# i2c_slave_responder

===== src/rtl/i2c_globals_pkg.sv =====
// ----------------------------------------------------------------------------
// i2c_globals_pkg
// Shared I2C constants and types: address/data widths, the default size of the
// responder register file, the R/W bit encoding and the responder FSM states.
// ----------------------------------------------------------------------------
package i2c_globals_pkg;

   localparam int SLAVE_ADDRESS_WIDTH = 7;
   localparam int DATA_WIDTH          = 8;
   localparam int SLAVE_MEMORY_SIZE   = 12;

   // Value of bit 0 of the address byte.
   typedef enum logic {
      WRITE = 1'b0,
      READ  = 1'b1
   } read_write_e;

   typedef enum logic [3:0] {
      IDLE,
      ADDR,
      ADDR_ACK,
      REG,
      REG_ACK,
      WR_DATA,
      WR_ACK,
      RD_DATA,
      RD_ACK,
      IGNORE
   } i2c_slave_state_e;

endpackage : i2c_globals_pkg


===== src/rtl/i2c_bus_sync.sv =====
// ----------------------------------------------------------------------------
// i2c_bus_sync
// Brings the raw SCL/SDA lines into the pclk domain with 2-flop synchronizers
// and decodes SCL edges plus START/STOP conditions from the synchronized
// levels. A bus change is acted upon by downstream registers on the third
// pclk edge after it is first captured.
//
// Ports
//   pclk        system clock
//   areset      asynchronous active-low reset (flops reset to the idle bus, 1)
//   scl_i/sda_i raw bus lines, asynchronous to pclk
//   scl_o/sda_o synchronized levels
//   scl_rise_o  SCL low->high
//   scl_fall_o  SCL high->low
//   start_o     SDA falls while SCL is high
//   stop_o      SDA rises while SCL is high
// ----------------------------------------------------------------------------
module i2c_bus_sync (
   input  logic pclk,
   input  logic areset,
   input  logic scl_i,
   input  logic sda_i,
   output logic scl_o,
   output logic sda_o,
   output logic scl_rise_o,
   output logic scl_fall_o,
   output logic start_o,
   output logic stop_o
);

   // [0],[1] form the synchronizer, [2] holds the previous synchronized level.
   logic [2:0] scl_q;
   logic [2:0] sda_q;

   // NOTE: sequential state uses non-blocking assignments so every flop
   // samples the pre-edge value of its neighbour, which a shift chain needs.
   always_ff @(posedge pclk or negedge areset) begin
      if (!areset) begin
         scl_q <= '1;
         sda_q <= '1;
      end else begin
         scl_q <= {scl_q[1:0], scl_i};
         sda_q <= {sda_q[1:0], sda_i};
      end
   end

   assign scl_o      = scl_q[1];
   assign sda_o      = sda_q[1];
   assign scl_rise_o =  scl_q[1] & ~scl_q[2];
   assign scl_fall_o = ~scl_q[1] &  scl_q[2];
   // SCL must be high both before and after the SDA change.
   assign start_o    = scl_q[1] & scl_q[2] & ~sda_q[1] &  sda_q[2];
   assign stop_o     = scl_q[1] & scl_q[2] &  sda_q[1] & ~sda_q[2];

endmodule : i2c_bus_sync


===== src/rtl/i2c_slave_responder.sv =====
// ----------------------------------------------------------------------------
// i2c_slave_responder
// I2C target with a small 8-bit register file. A write transfer carries a
// register index followed by data bytes stored at auto-incrementing (wrapping)
// addresses; a read transfer returns bytes from the current pointer. No clock
// stretching: SCL is only observed.
//
// Ports
//   pclk      system clock
//   areset    asynchronous active-low reset
//   scl_i     raw bus SCL
//   sda_i     raw bus SDA
//   sda_oe    1 pulls SDA low, 0 releases it
//   busy      high from START until STOP
//   wr_pulse  one-cycle strobe per byte committed to memory
//   wr_addr   register index of the last committed byte
//   wr_data   value of the last committed byte
//   nack_seen sticky: an out-of-range register index was NACKed
// ----------------------------------------------------------------------------
module i2c_slave_responder
   import i2c_globals_pkg::*;
#(
   parameter logic [SLAVE_ADDRESS_WIDTH-1:0] SLAVE_ADDRESS = 7'h68,
   parameter int                             MEM_DEPTH     = SLAVE_MEMORY_SIZE
) (
   input  logic                  pclk,
   input  logic                  areset,
   input  logic                  scl_i,
   input  logic                  sda_i,
   output logic                  sda_oe,
   output logic                  busy,
   output logic                  wr_pulse,
   output logic [DATA_WIDTH-1:0] wr_addr,
   output logic [DATA_WIDTH-1:0] wr_data,
   output logic                  nack_seen
);

   localparam int                    PTR_W    = (MEM_DEPTH > 1) ? $clog2(MEM_DEPTH) : 1;
   localparam logic [PTR_W-1:0]      PTR_LAST = PTR_W'(MEM_DEPTH - 1);
   localparam logic [DATA_WIDTH-1:0] IDX_LAST = DATA_WIDTH'(MEM_DEPTH - 1);

   logic sda_s, scl_s, scl_rise, scl_fall, start_det, stop_det;

   i2c_bus_sync u_bus_sync (
      .pclk       (pclk),
      .areset     (areset),
      .scl_i      (scl_i),
      .sda_i      (sda_i),
      .scl_o      (scl_s),
      .sda_o      (sda_s),
      .scl_rise_o (scl_rise),
      .scl_fall_o (scl_fall),
      .start_o    (start_det),
      .stop_o     (stop_det)
   );

   i2c_slave_state_e      state_q;
   read_write_e           rw_q;
   logic [2:0]            bit_cnt_q;
   logic                  byte_done_q;   // 8th bit sampled; act on next SCL fall
   logic [DATA_WIDTH-1:0] shift_q;
   logic [PTR_W-1:0]      ptr_q;
   logic [DATA_WIDTH-1:0] mem_q [MEM_DEPTH];
   logic                  sda_oe_q, busy_q, wr_pulse_q, nack_seen_q;
   logic [DATA_WIDTH-1:0] wr_addr_q, wr_data_q;

   logic [DATA_WIDTH-1:0] shift_d;
   logic [PTR_W-1:0]      ptr_d;
   logic [DATA_WIDTH-1:0] rd_byte;
   logic                  last_bit;

   assign shift_d  = {shift_q[DATA_WIDTH-2:0], sda_s};
   assign ptr_d    = (ptr_q == PTR_LAST) ? '0 : ptr_q + PTR_W'(1);
   assign rd_byte  = mem_q[ptr_q];
   assign last_bit = (bit_cnt_q == 3'd7);

   // Received bits are taken on SCL rises; every sda_oe change happens on an
   // SCL fall, so the ACK slot is entered on the fall that follows bit 8.
   always_ff @(posedge pclk or negedge areset) begin
      if (!areset) begin
         state_q     <= IDLE;
         rw_q        <= WRITE;
         bit_cnt_q   <= '0;
         byte_done_q <= 1'b0;
         shift_q     <= '0;
         ptr_q       <= '0;
         sda_oe_q    <= 1'b0;
         busy_q      <= 1'b0;
         wr_pulse_q  <= 1'b0;
         wr_addr_q   <= '0;
         wr_data_q   <= '0;
         nack_seen_q <= 1'b0;
         // NOTE: the register file has a defined power-on content, so it is
         // cleared here; this keeps it in flops rather than a RAM macro.
         for (int i = 0; i < MEM_DEPTH; i++) mem_q[i] <= '0;
      end else begin
         wr_pulse_q <= 1'b0;
         if (start_det) begin
            state_q     <= ADDR;
            bit_cnt_q   <= '0;
            byte_done_q <= 1'b0;
            sda_oe_q    <= 1'b0;
            busy_q      <= 1'b1;
            nack_seen_q <= 1'b0;
         end else if (stop_det) begin
            state_q     <= IDLE;
            byte_done_q <= 1'b0;
            sda_oe_q    <= 1'b0;
            busy_q      <= 1'b0;
         end else if (scl_rise) begin
            case (state_q)
               ADDR, REG, WR_DATA: begin
                  shift_q   <= shift_d;
                  bit_cnt_q <= bit_cnt_q + 3'd1;
                  if (last_bit) begin
                     byte_done_q <= 1'b1;
                     if (state_q == WR_DATA) begin
                        mem_q[ptr_q] <= shift_d;
                        wr_pulse_q   <= 1'b1;
                        wr_addr_q    <= DATA_WIDTH'(ptr_q);
                        wr_data_q    <= shift_d;
                        ptr_q        <= ptr_d;
                     end
                  end
               end
               RD_DATA: begin
                  bit_cnt_q <= bit_cnt_q + 3'd1;
                  if (last_bit) byte_done_q <= 1'b1;
               end
               RD_ACK: begin
                  if (sda_s) state_q <= IGNORE;   // master NACK ends the read
                  else       ptr_q   <= ptr_d;
               end
               default: ;
            endcase
         end else if (scl_fall) begin
            case (state_q)
               ADDR: if (byte_done_q) begin
                  byte_done_q <= 1'b0;
                  if (shift_q[DATA_WIDTH-1:1] == SLAVE_ADDRESS) begin
                     rw_q     <= read_write_e'(shift_q[0]);
                     sda_oe_q <= 1'b1;
                     state_q  <= ADDR_ACK;
                  end else begin
                     state_q  <= IGNORE;
                  end
               end
               ADDR_ACK: begin
                  bit_cnt_q <= '0;
                  if (rw_q == READ) begin
                     shift_q  <= rd_byte;
                     sda_oe_q <= ~rd_byte[DATA_WIDTH-1];
                     state_q  <= RD_DATA;
                  end else begin
                     sda_oe_q <= 1'b0;
                     state_q  <= REG;
                  end
               end
               REG: if (byte_done_q) begin
                  byte_done_q <= 1'b0;
                  if (shift_q <= IDX_LAST) begin
                     ptr_q    <= shift_q[PTR_W-1:0];
                     sda_oe_q <= 1'b1;
                     state_q  <= REG_ACK;
                  end else begin
                     nack_seen_q <= 1'b1;
                     state_q     <= IGNORE;
                  end
               end
               REG_ACK, WR_ACK: begin
                  sda_oe_q  <= 1'b0;
                  bit_cnt_q <= '0;
                  state_q   <= WR_DATA;
               end
               WR_DATA: if (byte_done_q) begin
                  byte_done_q <= 1'b0;
                  sda_oe_q    <= 1'b1;
                  state_q     <= WR_ACK;
               end
               RD_DATA: begin
                  if (byte_done_q) begin
                     byte_done_q <= 1'b0;
                     sda_oe_q    <= 1'b0;
                     state_q     <= RD_ACK;
                  end else begin
                     shift_q  <= {shift_q[DATA_WIDTH-2:0], 1'b0};
                     sda_oe_q <= ~shift_q[DATA_WIDTH-2];
                  end
               end
               RD_ACK: begin
                  bit_cnt_q <= '0;
                  shift_q   <= rd_byte;
                  sda_oe_q  <= ~rd_byte[DATA_WIDTH-1];
                  state_q   <= RD_DATA;
               end
               default: ;
            endcase
         end
      end
   end

   assign sda_oe    = sda_oe_q;
   assign busy      = busy_q;
   assign wr_pulse  = wr_pulse_q;
   assign wr_addr   = wr_addr_q;
   assign wr_data   = wr_data_q;
   assign nack_seen = nack_seen_q;

endmodule : i2c_slave_responder


===== config.mk =====
export PLATFORM = sky130hd
export DESIGN_NAME = i2c_slave_responder
export DESIGN_NICKNAME = d
export VERILOG_FILES = /design/src/rtl/i2c_globals_pkg.sv /design/src/rtl/i2c_bus_sync.sv /design/src/rtl/i2c_slave_responder.sv
export SDC_FILE = /design/constraint.sdc
export NUM_CORES = 1
export LEC_CHECK = 0
export CAP_MARGIN = 20
export CORE_MARGIN = 2
export CORE_UTILIZATION = 40
export CTS_CLUSTER_DIAMETER = 30
export DETAILED_ROUTE_END_ITERATION = 8
export SLEW_MARGIN = 10
export SYNTH_ARGS = -nofsm -noshare
export SYNTH_HDL_FRONTEND = slang
export SYNTH_SLANG_ARGS = --single-unit

===== constraint.sdc =====
create_clock -name pclk -period 4 [get_ports pclk]
set_clock_uncertainty 0.05 [all_clocks]
set_input_delay 0.6 -clock pclk [delete_from_list [all_inputs] [get_ports pclk]]
set_output_delay 0.6 -clock pclk [all_outputs]
set_load 0.005 [all_outputs]

# aha_sram_arbiter

===== config.mk =====
export PLATFORM = sky130hd
export DESIGN_NAME = aha_sram_arbiter
export DESIGN_NICKNAME = d
export VERILOG_FILES = /design/src/rtl/aha_sram_arbiter.sv
export SDC_FILE = /design/constraint.sdc
export NUM_CORES = 1
export LEC_CHECK = 0
export ABC_AREA = 1
export CORE_AREA = 3 3 177 179
export DETAILED_ROUTE_END_ITERATION = 8
export DIE_AREA = 0 0 180 182
export PLACE_DENSITY_LB_ADDON = 0.15
export SYNTH_ARGS = -nofsm -noshare
export SYNTH_HDL_FRONTEND = slang
export SYNTH_SLANG_ARGS = --single-unit
export TNS_END_PERCENT = 1

===== constraint.sdc =====
create_clock -name CLK -period 3.1 [get_ports CLK]
set_clock_uncertainty 0.2 [all_clocks]
set_input_delay 0.62 -clock CLK [delete_from_list [all_inputs] [get_ports CLK]]
set_output_delay 0.62 -clock CLK [all_outputs]
set_load 0.02 [all_outputs]

===== src/rtl/aha_sram_arbiter.sv =====
// Two-port round-robin arbiter/sequencer for the 4K x 64 SRAM wrapper.
// Grants are combinational; read data returns one cycle after the grant.
module aha_sram_arbiter #(
   parameter int unsigned MAX_BURST = 4
) (
   input  logic        CLK,
   input  logic        RESET,
   input  logic        REQ0,
   input  logic        REQ1,
   input  logic        LOCK0,
   input  logic        LOCK1,
   input  logic [7:0]  WE0,
   input  logic [7:0]  WE1,
   input  logic [11:0] ADDR0,
   input  logic [11:0] ADDR1,
   input  logic [63:0] WDATA0,
   input  logic [63:0] WDATA1,
   output logic        GNT0,
   output logic        GNT1,
   output logic        RVALID0,
   output logic        RVALID1,
   output logic [63:0] RDATA0,
   output logic [63:0] RDATA1,
   output logic        SRAM_CEn,
   output logic [7:0]  SRAM_WEn,
   output logic [11:0] SRAM_A,
   output logic [63:0] SRAM_D,
   input  logic [63:0] SRAM_Q
);

   localparam logic [3:0] BURST_LIMIT = 4'(MAX_BURST);

   logic        last_reg, last_next;
   logic        last_lock_reg, last_lock_next;
   logic        prev_gnt_reg;
   logic [3:0]  burst_cnt_reg, burst_cnt_next;
   logic        rd_pend_reg, rd_pend_next;
   logic        rd_port_reg;

   logic        gnt_any;
   logic        win;
   logic        sel_lock;
   logic [7:0]  sel_we;
   logic [11:0] sel_addr;
   logic [63:0] sel_wdata;
   logic [1:0]  rvalid;
   logic [63:0] rdata [2];

   // Arbitration: a lone requester always wins; under contention the
   // previous winner keeps the slot only while its locked burst is short.
   always_comb begin
      gnt_any = REQ0 | REQ1;
      win     = REQ1;
      if (REQ0 && REQ1) begin
         if (last_lock_reg && (burst_cnt_reg < BURST_LIMIT))
            win = last_reg;
         else
            win = ~last_reg;
      end
   end

   assign GNT0 = gnt_any & ~win;
   assign GNT1 = gnt_any & win;

   assign sel_lock  = win ? LOCK1  : LOCK0;
   assign sel_we    = win ? WE1    : WE0;
   assign sel_addr  = win ? ADDR1  : ADDR0;
   assign sel_wdata = win ? WDATA1 : WDATA0;

   assign SRAM_CEn = ~gnt_any;
   assign SRAM_WEn = gnt_any ? ~sel_we   : 8'hFF;
   assign SRAM_A   = gnt_any ? sel_addr  : 12'h000;
   assign SRAM_D   = gnt_any ? sel_wdata : 64'h0;

   always_comb begin
      last_next      = last_reg;
      last_lock_next = last_lock_reg;
      burst_cnt_next = 4'd0;
      rd_pend_next   = 1'b0;
      if (gnt_any) begin
         last_next      = win;
         last_lock_next = sel_lock;
         rd_pend_next   = (sel_we == 8'h00);
         // Count only an unbroken, locked run by the same port.
         if (prev_gnt_reg && (win == last_reg) && last_lock_reg)
            burst_cnt_next = (burst_cnt_reg == 4'hF) ? 4'hF : burst_cnt_reg + 4'd1;
         else
            burst_cnt_next = 4'd1;
      end
   end

   always_ff @(posedge CLK or posedge RESET) begin
      if (RESET) begin
         last_reg      <= 1'b1;
         last_lock_reg <= 1'b0;
         prev_gnt_reg  <= 1'b0;
         burst_cnt_reg <= 4'd0;
         rd_pend_reg   <= 1'b0;
         rd_port_reg   <= 1'b0;
      end else begin
         last_reg      <= last_next;
         last_lock_reg <= last_lock_next;
         prev_gnt_reg  <= gnt_any;
         burst_cnt_reg <= burst_cnt_next;
         rd_pend_reg   <= rd_pend_next;
         rd_port_reg   <= win;
      end
   end

   generate
      for (genvar gi = 0; gi < 2; gi++) begin : g_resp
         assign rvalid[gi] = rd_pend_reg && (rd_port_reg == 1'(gi));
         assign rdata[gi]  = rvalid[gi] ? SRAM_Q : 64'h0;
      end
   endgenerate

   assign RVALID0 = rvalid[0];
   assign RVALID1 = rvalid[1];
   assign RDATA0  = rdata[0];
   assign RDATA1  = rdata[1];

endmodule


# matmul_loader

File: config.mk
export PLATFORM = sky130hd
export DESIGN_NAME = matmul_loader
export DESIGN_NICKNAME = d
export VERILOG_FILES = /design/src/rtl/matmul_pkg.sv /design/src/rtl/matmul_loader.sv
export SDC_FILE = /design/constraint.sdc
export NUM_CORES = 1
export LEC_CHECK = 0
export CAP_MARGIN = 0
export CORE_UTILIZATION = 43
export CTS_BUF_LIST = sky130_fd_sc_hd__clkbuf_16
export DETAILED_ROUTE_END_ITERATION = 6
export GPL_TIMING_DRIVEN = 0
export HOLD_SLACK_MARGIN = 0.15
export PLACE_DENSITY = 0.78
export SLEW_MARGIN = 25
export SYNTH_ARGS = -nofsm -noshare
export SYNTH_HDL_FRONTEND = slang
export SYNTH_SLANG_ARGS = --single-unit
File: constraint.sdc
create_clock -name clk -period 1.6 [get_ports clk]
set_input_delay 0.16 -clock clk [delete_from_list [all_inputs] [get_ports clk]]
set_output_delay 0.16 -clock clk [all_outputs]
set_load 0.01 [all_outputs]
File: src/rtl/matmul_pkg.sv
// rtl/matmul_pkg.sv - shared MatMul sizing, loader state encoding and frame-length helpers
package matmul_pkg;

    localparam int MM_SIZE = 2;
    localparam int MM_DW   = 8;

    typedef enum logic [2:0] {
        IDLE,
        LOAD,
        START,
        WAIT_CLR,
        WAIT_DONE
    } ld_state_t;

    // Bytes per frame: full matrix followed by the vector.
    function automatic int frame_len(input int size);
        return size * size + size;
    endfunction

    function automatic int idx_width(input int size);
        return (frame_len(size) > 1) ? $clog2(frame_len(size)) : 1;
    endfunction

endpackage

File: src/rtl/matmul_loader.sv
// rtl/matmul_loader.sv - byte-stream loader that assembles MatMul operands and sequences start/done
module matmul_loader
    import matmul_pkg::*;
#(
    parameter int SIZE  = MM_SIZE,
    parameter int DW    = MM_DW,
    parameter int CNT_W = 16
) (
    input  logic                             clk,
    input  logic                             reset,
    input  logic [DW-1:0]                    in_data,
    input  logic                             in_valid,
    output logic                             in_ready,
    input  logic                             abort,
    output logic [SIZE-1:0][SIZE-1:0][DW-1:0] mm_mtx,
    output logic [SIZE-1:0][DW-1:0]          mm_vec,
    output logic                             mm_start,
    input  logic                             mm_done,
    output logic                             busy,
    output logic [CNT_W-1:0]                 frame_count
);

    localparam int N  = frame_len(SIZE);
    localparam int IW = idx_width(SIZE);
    localparam logic [IW-1:0] LAST_IDX = IW'(N - 1);

    ld_state_t     state;
    ld_state_t     state_next;
    logic [IW-1:0] index;
    logic          take;
    logic          clear_idx;
    logic          frame_done;

    // State register.
    always_ff @(posedge clk or negedge reset) begin
        if (!reset) begin
            state <= IDLE;
        end else begin
            state <= state_next;
        end
    end

    // Next-state and control decode; abort overrides every other transition.
    always_comb begin
        state_next = state;
        in_ready   = 1'b0;
        mm_start   = 1'b0;
        busy       = 1'b0;
        take       = 1'b0;
        clear_idx  = 1'b0;
        frame_done = 1'b0;
        case (state)
            IDLE: begin
                state_next = LOAD;
            end
            LOAD: begin
                in_ready = 1'b1;
                if (abort) begin
                    clear_idx = 1'b1;
                end else if (in_valid) begin
                    take = 1'b1;
                    if (index == LAST_IDX) begin
                        state_next = START;
                    end
                end
            end
            START: begin
                mm_start   = !abort;
                busy       = !abort;
                state_next = abort ? LOAD : WAIT_CLR;
            end
            WAIT_CLR: begin
                busy = !abort;
                if (abort) begin
                    state_next = LOAD;
                end else if (!mm_done) begin
                    state_next = WAIT_DONE;
                end
            end
            WAIT_DONE: begin
                busy = !abort;
                if (abort) begin
                    state_next = LOAD;
                end else if (mm_done) begin
                    busy       = 1'b0;
                    frame_done = 1'b1;
                    state_next = LOAD;
                end
            end
            default: begin
                state_next = IDLE;
            end
        endcase
    end

    // Byte index within the frame; wraps to 0 after the last byte or on abort.
    always_ff @(posedge clk or negedge reset) begin
        if (!reset) begin
            index <= '0;
        end else if (clear_idx) begin
            index <= '0;
        end else if (take) begin
            index <= (index == LAST_IDX) ? '0 : index + IW'(1);
        end
    end

    // Operand registers only change on accepted bytes, so they stay stable while MatMul runs.
    always_ff @(posedge clk or negedge reset) begin
        if (!reset) begin
            mm_mtx <= '0;
            mm_vec <= '0;
        end else if (take) begin
            for (int r = 0; r < SIZE; r++) begin
                for (int c = 0; c < SIZE; c++) begin
                    if (index == IW'(r * SIZE + c)) begin
                        mm_mtx[r][c] <= in_data;
                    end
                end
            end
            for (int v = 0; v < SIZE; v++) begin
                if (index == IW'(SIZE * SIZE + v)) begin
                    mm_vec[v] <= in_data;
                end
            end
        end
    end

    // Completed-frame counter, wraps naturally.
    always_ff @(posedge clk or negedge reset) begin
        if (!reset) begin
            frame_count <= '0;
        end else if (frame_done) begin
            frame_count <= frame_count + CNT_W'(1);
        end
    end

endmodule

# ctrl_sequencer

`src/rtl/ctrl_sequencer.sv`:
```
// ---------------------------------------------------------------------------
// ctrl_sequencer
//   Registered decode-stage control sequencer. Sits between the combinational
//   opcode decoder and the ID/EX pipeline register. Ordinary instructions pass
//   through with one cycle of latency. The block owns the multi-cycle decode
//   sequences: the two-word LDM (opcode word, then immediate word) and the
//   bubble run that follows RET, RTI and INT.
//
// Ports:
//   clk          core clock
//   rst_n        asynchronous active-low reset
//   instr_valid  fetched word present this cycle
//   opcode       opcode field of the fetched word
//   ctrl_in      control bundle from the combinational decoder
//   stall        hold every register (load-use stall)
//   flush        taken branch/jump from EX; kills any sequence in progress
//   ctrl_out     registered control bundle to ID/EX
//   ctrl_valid   ctrl_out is a real instruction (0 = bubble)
//   imm_phase    current ID/EX entry carries the LDM immediate word
//   pc_hold      fetch must not advance the PC (high while in BUBBLE)
//   bubble_cnt   remaining bubbles
// ---------------------------------------------------------------------------
module ctrl_sequencer #(
    parameter int                 OPC_W       = 5,
    parameter int                 CTRL_W      = 14,
    parameter int                 CNT_W       = 3,
    parameter logic [OPC_W-1:0]   OP_LDM      = 5'h0C,
    parameter logic [OPC_W-1:0]   OP_RET      = 5'h17,
    parameter logic [OPC_W-1:0]   OP_RTI      = 5'h18,
    parameter logic [OPC_W-1:0]   OP_INT      = 5'h1A,
    parameter int                 RET_BUBBLES = 2,
    parameter int                 INT_BUBBLES = 3,
    parameter logic [CTRL_W-1:0]  LDM_CTRL    = 14'b0000011000_0011
) (
    input  logic              clk,
    input  logic              rst_n,
    input  logic              instr_valid,
    input  logic [OPC_W-1:0]  opcode,
    input  logic [CTRL_W-1:0] ctrl_in,
    input  logic              stall,
    input  logic              flush,
    output logic [CTRL_W-1:0] ctrl_out,
    output logic              ctrl_valid,
    output logic              imm_phase,
    output logic              pc_hold,
    output logic [CNT_W-1:0]  bubble_cnt
);

    typedef enum logic [1:0] {
        ST_DECODE  = 2'b00,
        ST_LDM_IMM = 2'b01,
        ST_BUBBLE  = 2'b10
    } state_t;

    localparam logic [CNT_W-1:0]  CNT_ZERO = {CNT_W{1'b0}};
    localparam logic [CNT_W-1:0]  CNT_ONE  = {{(CNT_W-1){1'b0}}, 1'b1};
    localparam logic [CNT_W-1:0]  RET_CNT  = CNT_W'(RET_BUBBLES);
    localparam logic [CNT_W-1:0]  INT_CNT  = CNT_W'(INT_BUBBLES);
    localparam logic [CTRL_W-1:0] CTRL_NOP = {CTRL_W{1'b0}};

    state_t state_r;

    // Moore output: fetch is frozen for exactly the bubble cycles.
    assign pc_hold = (state_r == ST_BUBBLE);

    // Sequencer state machine and registered output bundle.
    always_ff @(posedge clk or negedge rst_n) begin
        if (!rst_n) begin
            state_r    <= ST_DECODE;
            ctrl_out   <= CTRL_NOP;
            ctrl_valid <= 1'b0;
            imm_phase  <= 1'b0;
            bubble_cnt <= CNT_ZERO;
        end else if (flush) begin
            // Flush wins over stall: a killed sequence must not be held.
            state_r    <= ST_DECODE;
            ctrl_out   <= CTRL_NOP;
            ctrl_valid <= 1'b0;
            imm_phase  <= 1'b0;
            bubble_cnt <= CNT_ZERO;
        end else if (stall) begin
            state_r    <= state_r;
            ctrl_out   <= ctrl_out;
            ctrl_valid <= ctrl_valid;
            imm_phase  <= imm_phase;
            bubble_cnt <= bubble_cnt;
        end else begin
            case (state_r)
                ST_DECODE: begin
                    imm_phase  <= 1'b0;
                    bubble_cnt <= CNT_ZERO;
                    if (!instr_valid) begin
                        state_r    <= ST_DECODE;
                        ctrl_out   <= CTRL_NOP;
                        ctrl_valid <= 1'b0;
                    end else if (opcode == OP_LDM) begin
                        // The opcode word itself issues as a bubble; the
                        // useful work rides on the following immediate word.
                        state_r    <= ST_LDM_IMM;
                        ctrl_out   <= CTRL_NOP;
                        ctrl_valid <= 1'b0;
                    end else if ((opcode == OP_RET) || (opcode == OP_RTI)) begin
                        ctrl_out   <= ctrl_in;
                        ctrl_valid <= 1'b1;
                        if (RET_CNT != CNT_ZERO) begin
                            state_r    <= ST_BUBBLE;
                            bubble_cnt <= RET_CNT;
                        end else begin
                            state_r    <= ST_DECODE;
                        end
                    end else if (opcode == OP_INT) begin
                        ctrl_out   <= ctrl_in;
                        ctrl_valid <= 1'b1;
                        if (INT_CNT != CNT_ZERO) begin
                            state_r    <= ST_BUBBLE;
                            bubble_cnt <= INT_CNT;
                        end else begin
                            state_r    <= ST_DECODE;
                        end
                    end else begin
                        state_r    <= ST_DECODE;
                        ctrl_out   <= ctrl_in;
                        ctrl_valid <= 1'b1;
                    end
                end

                ST_LDM_IMM: begin
                    bubble_cnt <= CNT_ZERO;
                    if (instr_valid) begin
                        // Immediate word: its opcode field is data, never decoded.
                        state_r    <= ST_DECODE;
                        ctrl_out   <= LDM_CTRL;
                        ctrl_valid <= 1'b1;
                        imm_phase  <= 1'b1;
                    end else begin
                        state_r    <= ST_LDM_IMM;
                        ctrl_out   <= CTRL_NOP;
                        ctrl_valid <= 1'b0;
                        imm_phase  <= 1'b0;
                    end
                end

                ST_BUBBLE: begin
                    ctrl_out   <= CTRL_NOP;
                    ctrl_valid <= 1'b0;
                    imm_phase  <= 1'b0;
                    // The <= guard keeps the counter from wrapping even if a
                    // zero count were ever seen here.
                    if (bubble_cnt <= CNT_ONE) begin
                        state_r    <= ST_DECODE;
                        bubble_cnt <= CNT_ZERO;
                    end else begin
                        state_r    <= ST_BUBBLE;
                        bubble_cnt <= bubble_cnt - CNT_ONE;
                    end
                end

                default: begin
                    state_r    <= ST_DECODE;
                    ctrl_out   <= CTRL_NOP;
                    ctrl_valid <= 1'b0;
                    imm_phase  <= 1'b0;
                    bubble_cnt <= CNT_ZERO;
                end
            endcase
        end
    end

endmodule

```
`config.mk`:
```
export PLATFORM = sky130hd
export DESIGN_NAME = ctrl_sequencer
export DESIGN_NICKNAME = d
export VERILOG_FILES = /design/src/rtl/ctrl_sequencer.sv
export SDC_FILE = /design/constraint.sdc
export NUM_CORES = 1
export LEC_CHECK = 0
export CORE_ASPECT_RATIO = 1.1
export CORE_MARGIN = 4
export CORE_UTILIZATION = 44
export CTS_BUF_LIST = sky130_fd_sc_hd__clkbuf_4 sky130_fd_sc_hd__clkbuf_8 sky130_fd_sc_hd__clkbuf_16
export DETAILED_ROUTE_END_ITERATION = 8
export PLACE_DENSITY_LB_ADDON = 0.2
export SLEW_MARGIN = 10
export SYNTH_ARGS = -nofsm -noshare
export SYNTH_HDL_FRONTEND = slang
export SYNTH_SLANG_ARGS = --single-unit
```
`constraint.sdc`:
```
create_clock -name clk -period 3.9 [get_ports clk]
set_input_delay 0.585 -clock clk [delete_from_list [all_inputs] [get_ports clk]]
set_output_delay 0.585 -clock clk [all_outputs]
set_load 0.1 [all_outputs]
```

==> layout pictures side by side <==
Layout detail.
panel A
Region (30, 30) to (55, 55) um. Cells in gray, sequential cells in the stronger gray; small squares are vias.
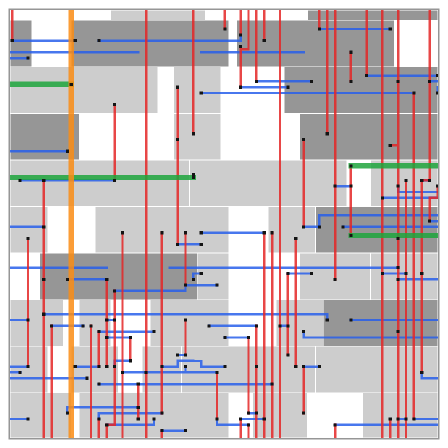
panel B
Region (55, 55) to (80, 80) um. Cells in gray, sequential cells in the stronger gray; small squares are vias.
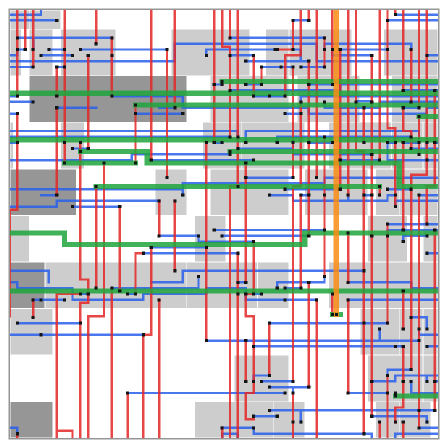
panel C
Region (15, 17) to (40, 42) um. Cells in gray, sequential cells in the stronger gray; small squares are vias.
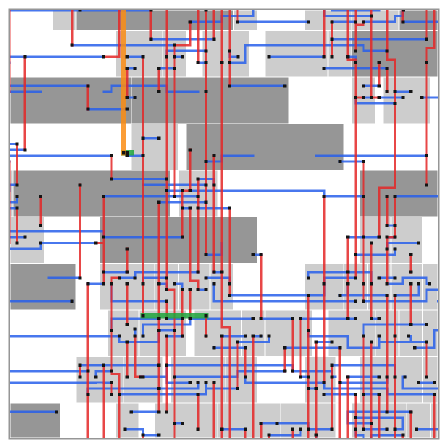
- panel C = ctrl_sequencer
- panel A = matmul_loader
- panel B = i2c_slave_responder

Key to panel B:
Key: red = met2; blue = met1; orange = met4; green = met3
Most frequent: nand3_2 (6), nand3_1 (5), ha_1 (4). Netlist names of flops here include shift_q (1). 36 logic cells have their middle in the window. Sequential cells in the window: 1.

Fig. 1: aha_sram_arbiter, cells colored by class
Drawn at 2 px/um. Fill, decap, tap and diode cells in gray.
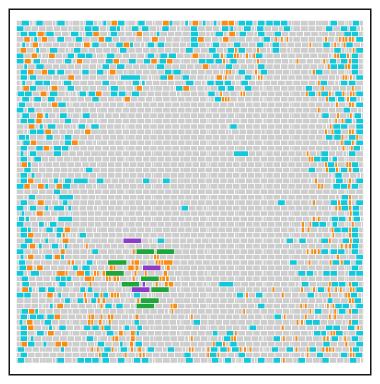
Key: purple = clock drivers and dummy loads [cells 4]; orange = all other logic [cells 351]; cyan = other buffers and delay cells [cells 482]; green = flops [cells 9]

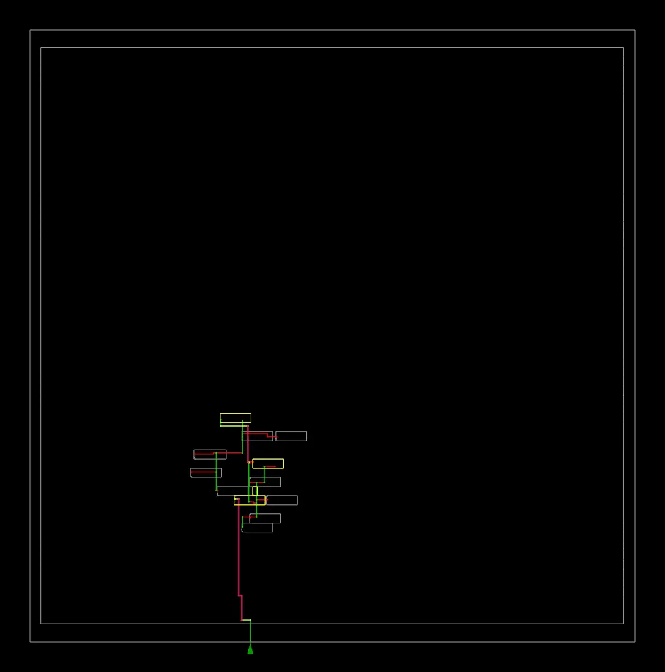
Fig. 2. Clock nets (aha_sram_arbiter).
flop count: 9
clk ins delay skew pair: 230 ps
Clk power: 225 uW
number of clock buffers in the layout: 4
Num CTS Buffers: 3

==> impl_metrics.json, aha_sram_arbiter <==
{
  "lay_top_cells": "clkdlybuf4s50_1 (368), nor2_1 (137), inv_1 (76), a22o_1 (76), clkbuf_2 (42)",
  "drt-met1-wl_mm": 7.84,
  "nNetsFinal": 1086,
  "path_buffers": 6,
  "finalSetupViolations": 0,
  "synth_cell_types": 22,
  "seq_power_uw": 135,
  "tightest_slew_ps": 434,
  "crit_family": "buffers and inverters",
  "row_count": 63,
  "area_delta_synth_final_pct": 233,
  "hold_buffers": 0,
  "grtUsageMet1_pct": 13.1,
  "power_combinational_uw": 1050,
  "avgSynthCellArea_um2": 5.56,
  "vdd_drop_max_uv": 131,
  "ys_seq_share_pct": 10.4,
  "synthArstFlopShare_pct": 100,
  "largest_reg_flops": 4,
  "p_per_area_nw_per_um2": 195,
  "syn-cell-area_um2": 2170,
  "ant_nets": 0,
  "post-cts-setup-buffers": 0,
  "status": "finished, final reports clean",
  "slowest_delay_ps": 510,
  "hpwlAfterDp_mm": 18.5,
  "finalHoldViolations": 0,
  "cts_tree": "yes",
  "dr.pass1.iters": 4,
  "top_area_share_pct": 30.6,
  "hold_class": "flip-flop to flip-flop",
  "clk_path_buf_depth": 2,
  "warnings": 28,
  "slew-limit-headroom_pct": 71.0,
  "busiest_layer": "met2",
  "combPwrFrac_pct": 74.5,
  "slew_violations": 0
}
==> aha_sram_arbiter: kinds of logic (layout without fill, tap and decap cells) <==
family	Yosys count	count (layout)	share of synthesized area (%)
compound gates	83	83	32.3
flops	9	9	10.4
simple gates	186	186	34.5
buf+inv	111	566	21.8
other cells	0	1	0
fa+ha+maj	1	1	0.576
xor+xnor	1	1	0.403
==> aha_sram_arbiter: cell type report <==
| cell class | instances | area (um^2) |
|---|---|---|
| inverters | 80 | 303 |
| repair buffers | 482 | 4660 |
| multi-input cells | 271 | 1470 |
| diodes | 1 | 2.50 |
| clock buffers | 4 | 78.8 |
| fillers | 3321 | 22500 |
| well taps | 390 | 488 |
| flip-flops and latches | 9 | 226 |
==> aha_sram_arbiter: through the flow <==
stage                     cells  total power (uW)  hold WS, ps  area (um^2)  utilization (%)
final                      1237              1410          323         7240             24.4
after global routing       1237              1510          364         7240             24.4
after CTS                  1236              1450          327         7380             24.8
after detailed placement   1231              1270          320         7290             24.5
after global placement     1231              1280          325         7290             24.5
after floorplan             391               591          247         2170                -
==> aha_sram_arbiter: timing repair <==
action,CTS,global route
gates resized,153,90
pin swaps,0,0
gates cloned,1,0
endpoints found under the setup margin,83,66
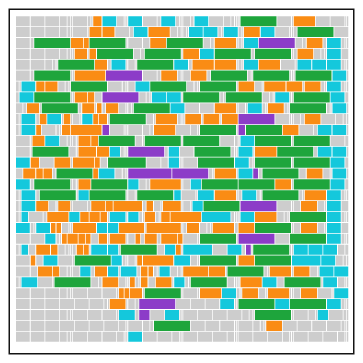
Fig. 3. Cells colored by class (matmul_loader).
Drawn at 4 px/um. Fill, decap, tap and diode cells in gray.
Key: green = flops [cells 70]; cyan = other buffers and delay cells [cells 111]; orange = all other logic [cells 138]; purple = clock drivers and dummy loads [cells 15]

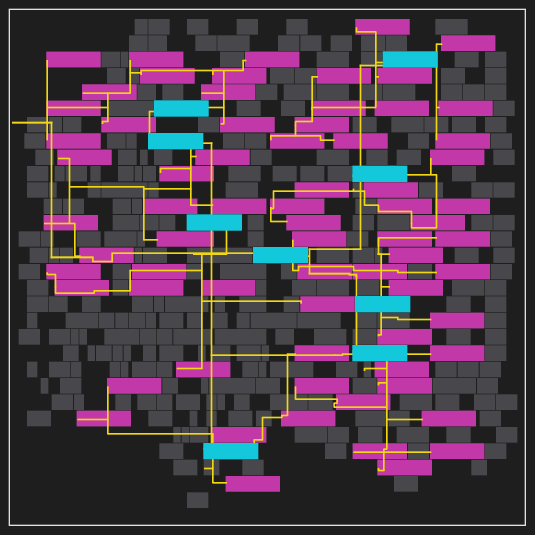
Fig. 4. Clock wires, drivers and flops (matmul_loader).
Drawn at 6 px/um.
Key: magenta = flip-flops [count 70]; cyan = cells driving clock nets [count 9]; yellow = clock wires [length 822 um]
There are 10 routed clock nets. Position of the flops: all over the die.

==> impl_metrics.json, matmul_loader <==
{
  "status": "finished with violations",
  "violations": "negative setup slack",
  "buf_share_pct": 23.5,
  "cts-resized-gates": 33,
  "ys_sh_aoi_pct": 1.82,
  "viasPerCell": 5.02,
  "timing.final.ws_setup_ps": -153,
  "n_fill_cell": 495,
  "routedWlPerCell_um": 16.2,
  "lay_top_count": "clkdlybuf4s50_1",
  "clock.latency.late_pin_ps": 320,
  "grt_pass1_vias": 2147,
  "cts.clk_slew.worst_paths_ps": 50,
  "ys_cells": 217,
  "pg_clk_uw": 1860,
  "fa_ha_area_share_pct": 0.830,
  "chipArea_um2": 7350,
  "finalHoldViolations": 0,
  "reg2reg_setup_slack_ps": -150,
  "flops": 70,
  "switching_share_pct": 23.8,
  "fin_crit_sh_pct": 110,
  "gr-usage-met3_pct": 3.95,
  "finalSetupViolations": 33,
  "avgSynthCellArea_um2": 13.9,
  "p_clk_share_pct": 36.0,
  "xor_share_pct": 4.36,
  "dr.pass1.iters": 4,
  "cp-endpoint": "mm_vec[4]$_DFFE_PN0P_",
  "busiest_layer": "met2",
  "core_area_um2": 6790,
  "sequentialPowerShare_pct": 41.8,
  "slew-limit-headroom_pct": 70.9,
  "worstHoldStart": "abort",
  "worstSetupStartpoint": "state[1]$_DFFE_PN0P_",
  "drtIter0Drc": 41,
  "fp_util_pct": 44.4,
  "finalCoreUtilization_pct": 67.8
}
matmul_loader: flip-flops by register name, summed over array words and instances (netlist names):
name         flops
state            3
mm_mtx          32
index            3
mm_vec          16
frame_count     16
matmul_loader: cell usage after synthesis (all sizes together), types with 3 or more instances:
| cell type | n | area, um^2 |
|---|---|---|
| a21oi | 4 | 20.0 |
| and2 | 3 | 18.8 |
| buf | 8 | 52.6 |
| dfrtp | 70 | 1750 |
| inv | 3 | 11.3 |
| mux2 | 50 | 563 |
| nand2 | 12 | 45.0 |
| nand3 | 9 | 57.6 |
| nand4 | 5 | 31.3 |
| nor2 | 8 | 46.3 |
| nor4 | 6 | 88.8 |
| o21ai | 4 | 20.0 |
| xnor2 | 12 | 105 |
| xor2 | 3 | 26.3 |
matmul_loader: critical path, stage by stage (launching register included):
cell and delay, ps:
dfrtp_1 390, buf_6 140, nor2_8 100, nand3_4 130
buf_4 180, nor4_4 160, buf_4 190, mux2_2 340
matmul_loader: through the flow:
stage               setup slack [ps]  std cells  area (um^2)  power, uW
finish                          -153        430         4610       5160
global route                    -216        430         4610       5410
CTS                            -97.9        423         4420       5130
detailed placement              -614        392         3940       3200
global placement               -1970        391         3920       3160
floorplan                      -79.0        217         3020       2550
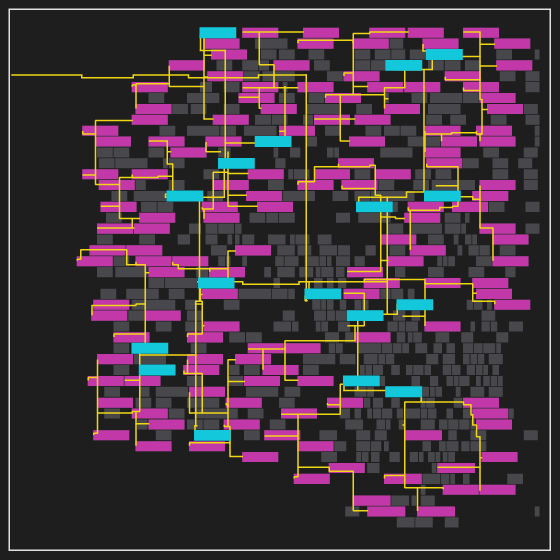
Fig. 5. Clock wires, drivers and flops (i2c_slave_responder).
Drawn at 4 px/um.
Key: cyan = cells driving clock nets [count 17]; magenta = flip-flops [count 139]; yellow = clock wires [length 1730 um]
There are 18 routed clock nets. Position of the flops: all over the die.

==> impl_metrics.json, i2c_slave_responder <==
{
  "status": "finished, final reports clean",
  "post-place-ws_ps": 988,
  "post-cts-setup-buffers": 0,
  "antenna_found_initial": 0,
  "seq_power_uw": 1830,
  "nNetsFinal": 550,
  "cts_tree": "yes",
  "p_per_area_nw_per_um2": 533,
  "tightest_slew_ps": 950,
  "avgSynthCellArea_um2": 13.1,
  "rsz0062_at_grt": "false",
  "lay_top_count": "dfrtp_1",
  "path_cells": "nor2b_1 -> nand2_1 -> nor3_4 -> and4bb_1 -> mux2_1",
  "io_buffers": 19,
  "combPwrFrac_pct": 16.7,
  "warnings": 32,
  "top_area_share_pct": 48.6
}
i2c_slave_responder: flip-flops by register name, summed over array words and instances, names as in the netlist:
signal            cells
u_bus_sync.sda_q      3
wr_data               8
nack_seen             1
ptr_q                 4
busy                  1
rw_q                  1
u_bus_sync.scl_q      3
byte_done_q           1
bit_cnt_q             3
wr_pulse              1
state_q               4
wr_addr               4
mem_q                96
sda_oe                1
shift_q               8
i2c_slave_responder: worst reg2reg max path, stage by stage (launching register included):
cell,delay [ps]
dfrtp_1,640
nor2b_1,530
nand2_1,210
nor3_4,510
and4bb_1,640
mux2_1,380
i2c_slave_responder: final cells by class:
class                      instances  area share (%)
timing repair buffer              30            3.49
sequential                       139            44.4
tap                              220            3.50
inverter                           8           0.382
clock inverter                    13            2.44
clock buffer                      19            5.51
multi-input combinational        340            40.3
i2c_slave_responder: stage by stage:
| stage | cell area, um^2 | util (%) | hold WS, ps |
|---|---|---|---|
| final | 7860 | 47.2 | 221 |
| after global routing | 7860 | 47.2 | 299 |
| after CTS | 7860 | 47.2 | 262 |
| after detailed placement | 7230 | 43.4 | 299 |
| after global placement | 7230 | 43.4 | 295 |
| after floorplan | 6860 | - | 254 |
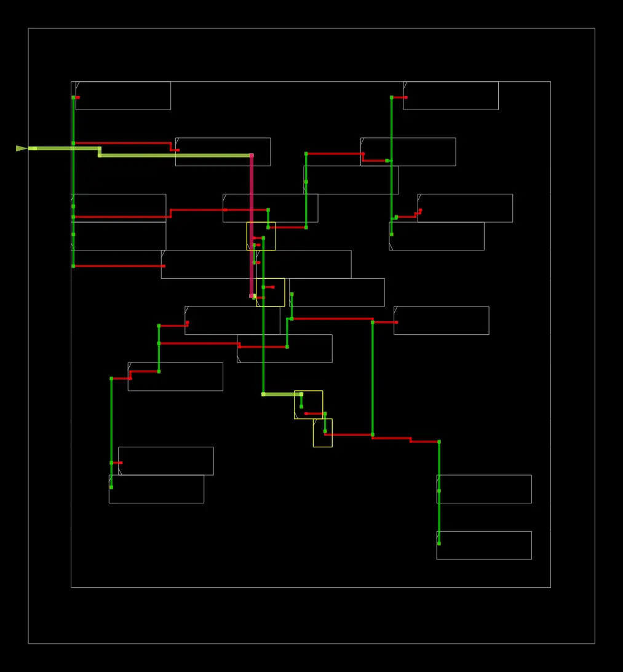
Fig. 6. Clock nets (ctrl_sequencer).
Num CTS Buffers: 3
Clk power: 105 uW
flop count: 21
number of clock buffers in the layout: 3

==> impl_metrics.json, ctrl_sequencer <==
{
  "status": "finished, final reports clean",
  "grt_start_max_net_pins": 28,
  "crit_arrival_ps": 2260,
  "cap_viol_max_count": 0,
  "simple_gate_share_pct": 21.4,
  "slew_violations": 0,
  "cts-resized-gates": 0,
  "end_kind": "output port",
  "whs_ps": 535,
  "syn_inst": 109,
  "avgSynthCellArea_um2": 9.76,
  "fa_ha_area_share_pct": 2.35,
  "dp.cells": 177,
  "antenna_found_initial": 0,
  "cp.required_ps": 3310,
  "io_buffers": 43,
  "grt_pass1_wl_mm": 4.13,
  "rsz0062_at_grt": "false",
  "clock.latency.late_pin_ps": 300,
  "cts-htree-levels": 1,
  "wl_mm": 2.49,
  "cts_sinks": 21,
  "row_count": 18,
  "post-cts-setup-buffers": 0,
  "path_buffers": 2,
  "fin_crit_sh_pct": 73.0,
  "reg2regPathDepth": 4,
  "r2r_end": "ctrl_out[8]$_DFFE_PN0P_",
  "finClkSkew_ps": 3.20,
  "yosys_warnings": 0,
  "p_int_uw": 304,
  "power_combinational_uw": 123,
  "finalHoldViolations": 0,
  "logic_family": "simple AND/OR/NAND/NOR gates",
  "routedWlPerCell_um": 13.8,
  "final_cells": 181,
  "reg2reg_setup_slack_ps": 1970,
  "cp_max_fo": 8,
  "seq_power_uw": 229,
  "cp_num_cells": 3,
  "area_delta_synth_final_pct": 41.9,
  "tapCellCount": 30,
  "sequentialPowerShare_pct": 50.1,
  "clockNetworkAreaShare_pct": 1.82
}
ctrl_sequencer: cells in the mapped netlist, drive strengths merged:
library cell,instances,area share [%]
a211oi,1,0.71
a21oi,5,2.7
a221oi,1,0.82
a22o,1,0.82
a22oi,10,7.1
a31oi,4,2.4
a32o,1,0.94
a32oi,1,0.82
buf,2,2.1
clkbuf,4,3.3
dfrtp,21,49
ha,2,2.4
inv,6,2.1
nand2,14,4.9
nand2b,2,1.2
nand3,2,0.94
nand4b,1,0.82
nor2,15,5.3
nor2b,1,0.59
nor3,2,0.94
nor4,1,0.59
nor4b,2,3.1
o21ai,5,2.4
o21bai,1,0.71
or2b,1,0.71
or3,1,0.71
or4,1,0.71
or4b,1,0.94
ctrl_sequencer: metal layers:
metal  GRT usage [%]  up-vias  share of wire [%]
met2            27.5       22                 53
met4            4.63        0               0.52
li1                -      473                  -
met1            22.6      478                 42
met3            3.02        2                4.7
met5               0        -                  0
ctrl_sequencer: state kept, by name (all words and copies together) (netlist names):
name,cells
ctrl_out,14
state_r,2
ctrl_valid,1
bubble_cnt,3
imm_phase,1


## Gallery

Local utilization.
shot_01.png
Drawn at 1.5 px/um. The die is cut into 18 by 18 equal tiles; black is low, pale yellow is high, 0 to 100% covered.
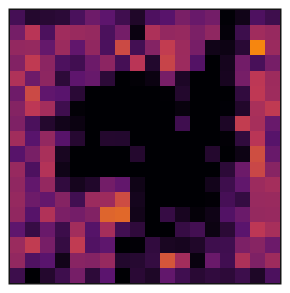
shot_02.png
Drawn at 2 px/um. The die is cut into 13 by 13 equal tiles; black is low, pale yellow is high, 0 to 100% covered.
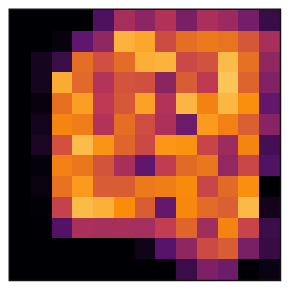
shot_03.png
Drawn at 3 px/um. The die is cut into 9 by 9 equal tiles; black is low, pale yellow is high, 0 to 100% covered.
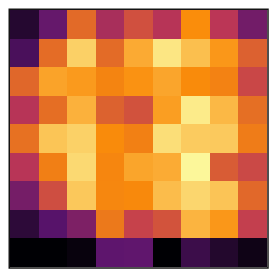
shot_04.png
Drawn at 4 px/um. The die is cut into 11 by 12 equal tiles; black is low, pale yellow is high, 0 to 100% covered.
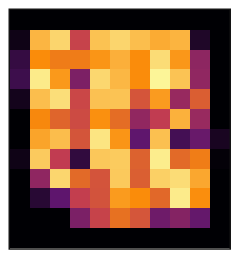
The one with the largest die is shot_01.png.
- shot_03.png = matmul_loader
- shot_01.png = aha_sram_arbiter
- shot_04.png = ctrl_sequencer
- shot_02.png = i2c_slave_responder

Key to shot_04.png:
The mean over all tiles is 45%. The densest ninth of the die: middle. The emptiest ninth of the die: bottom left. The fullest tile reaches 98%.

Power and IR drop assume default switching activity.
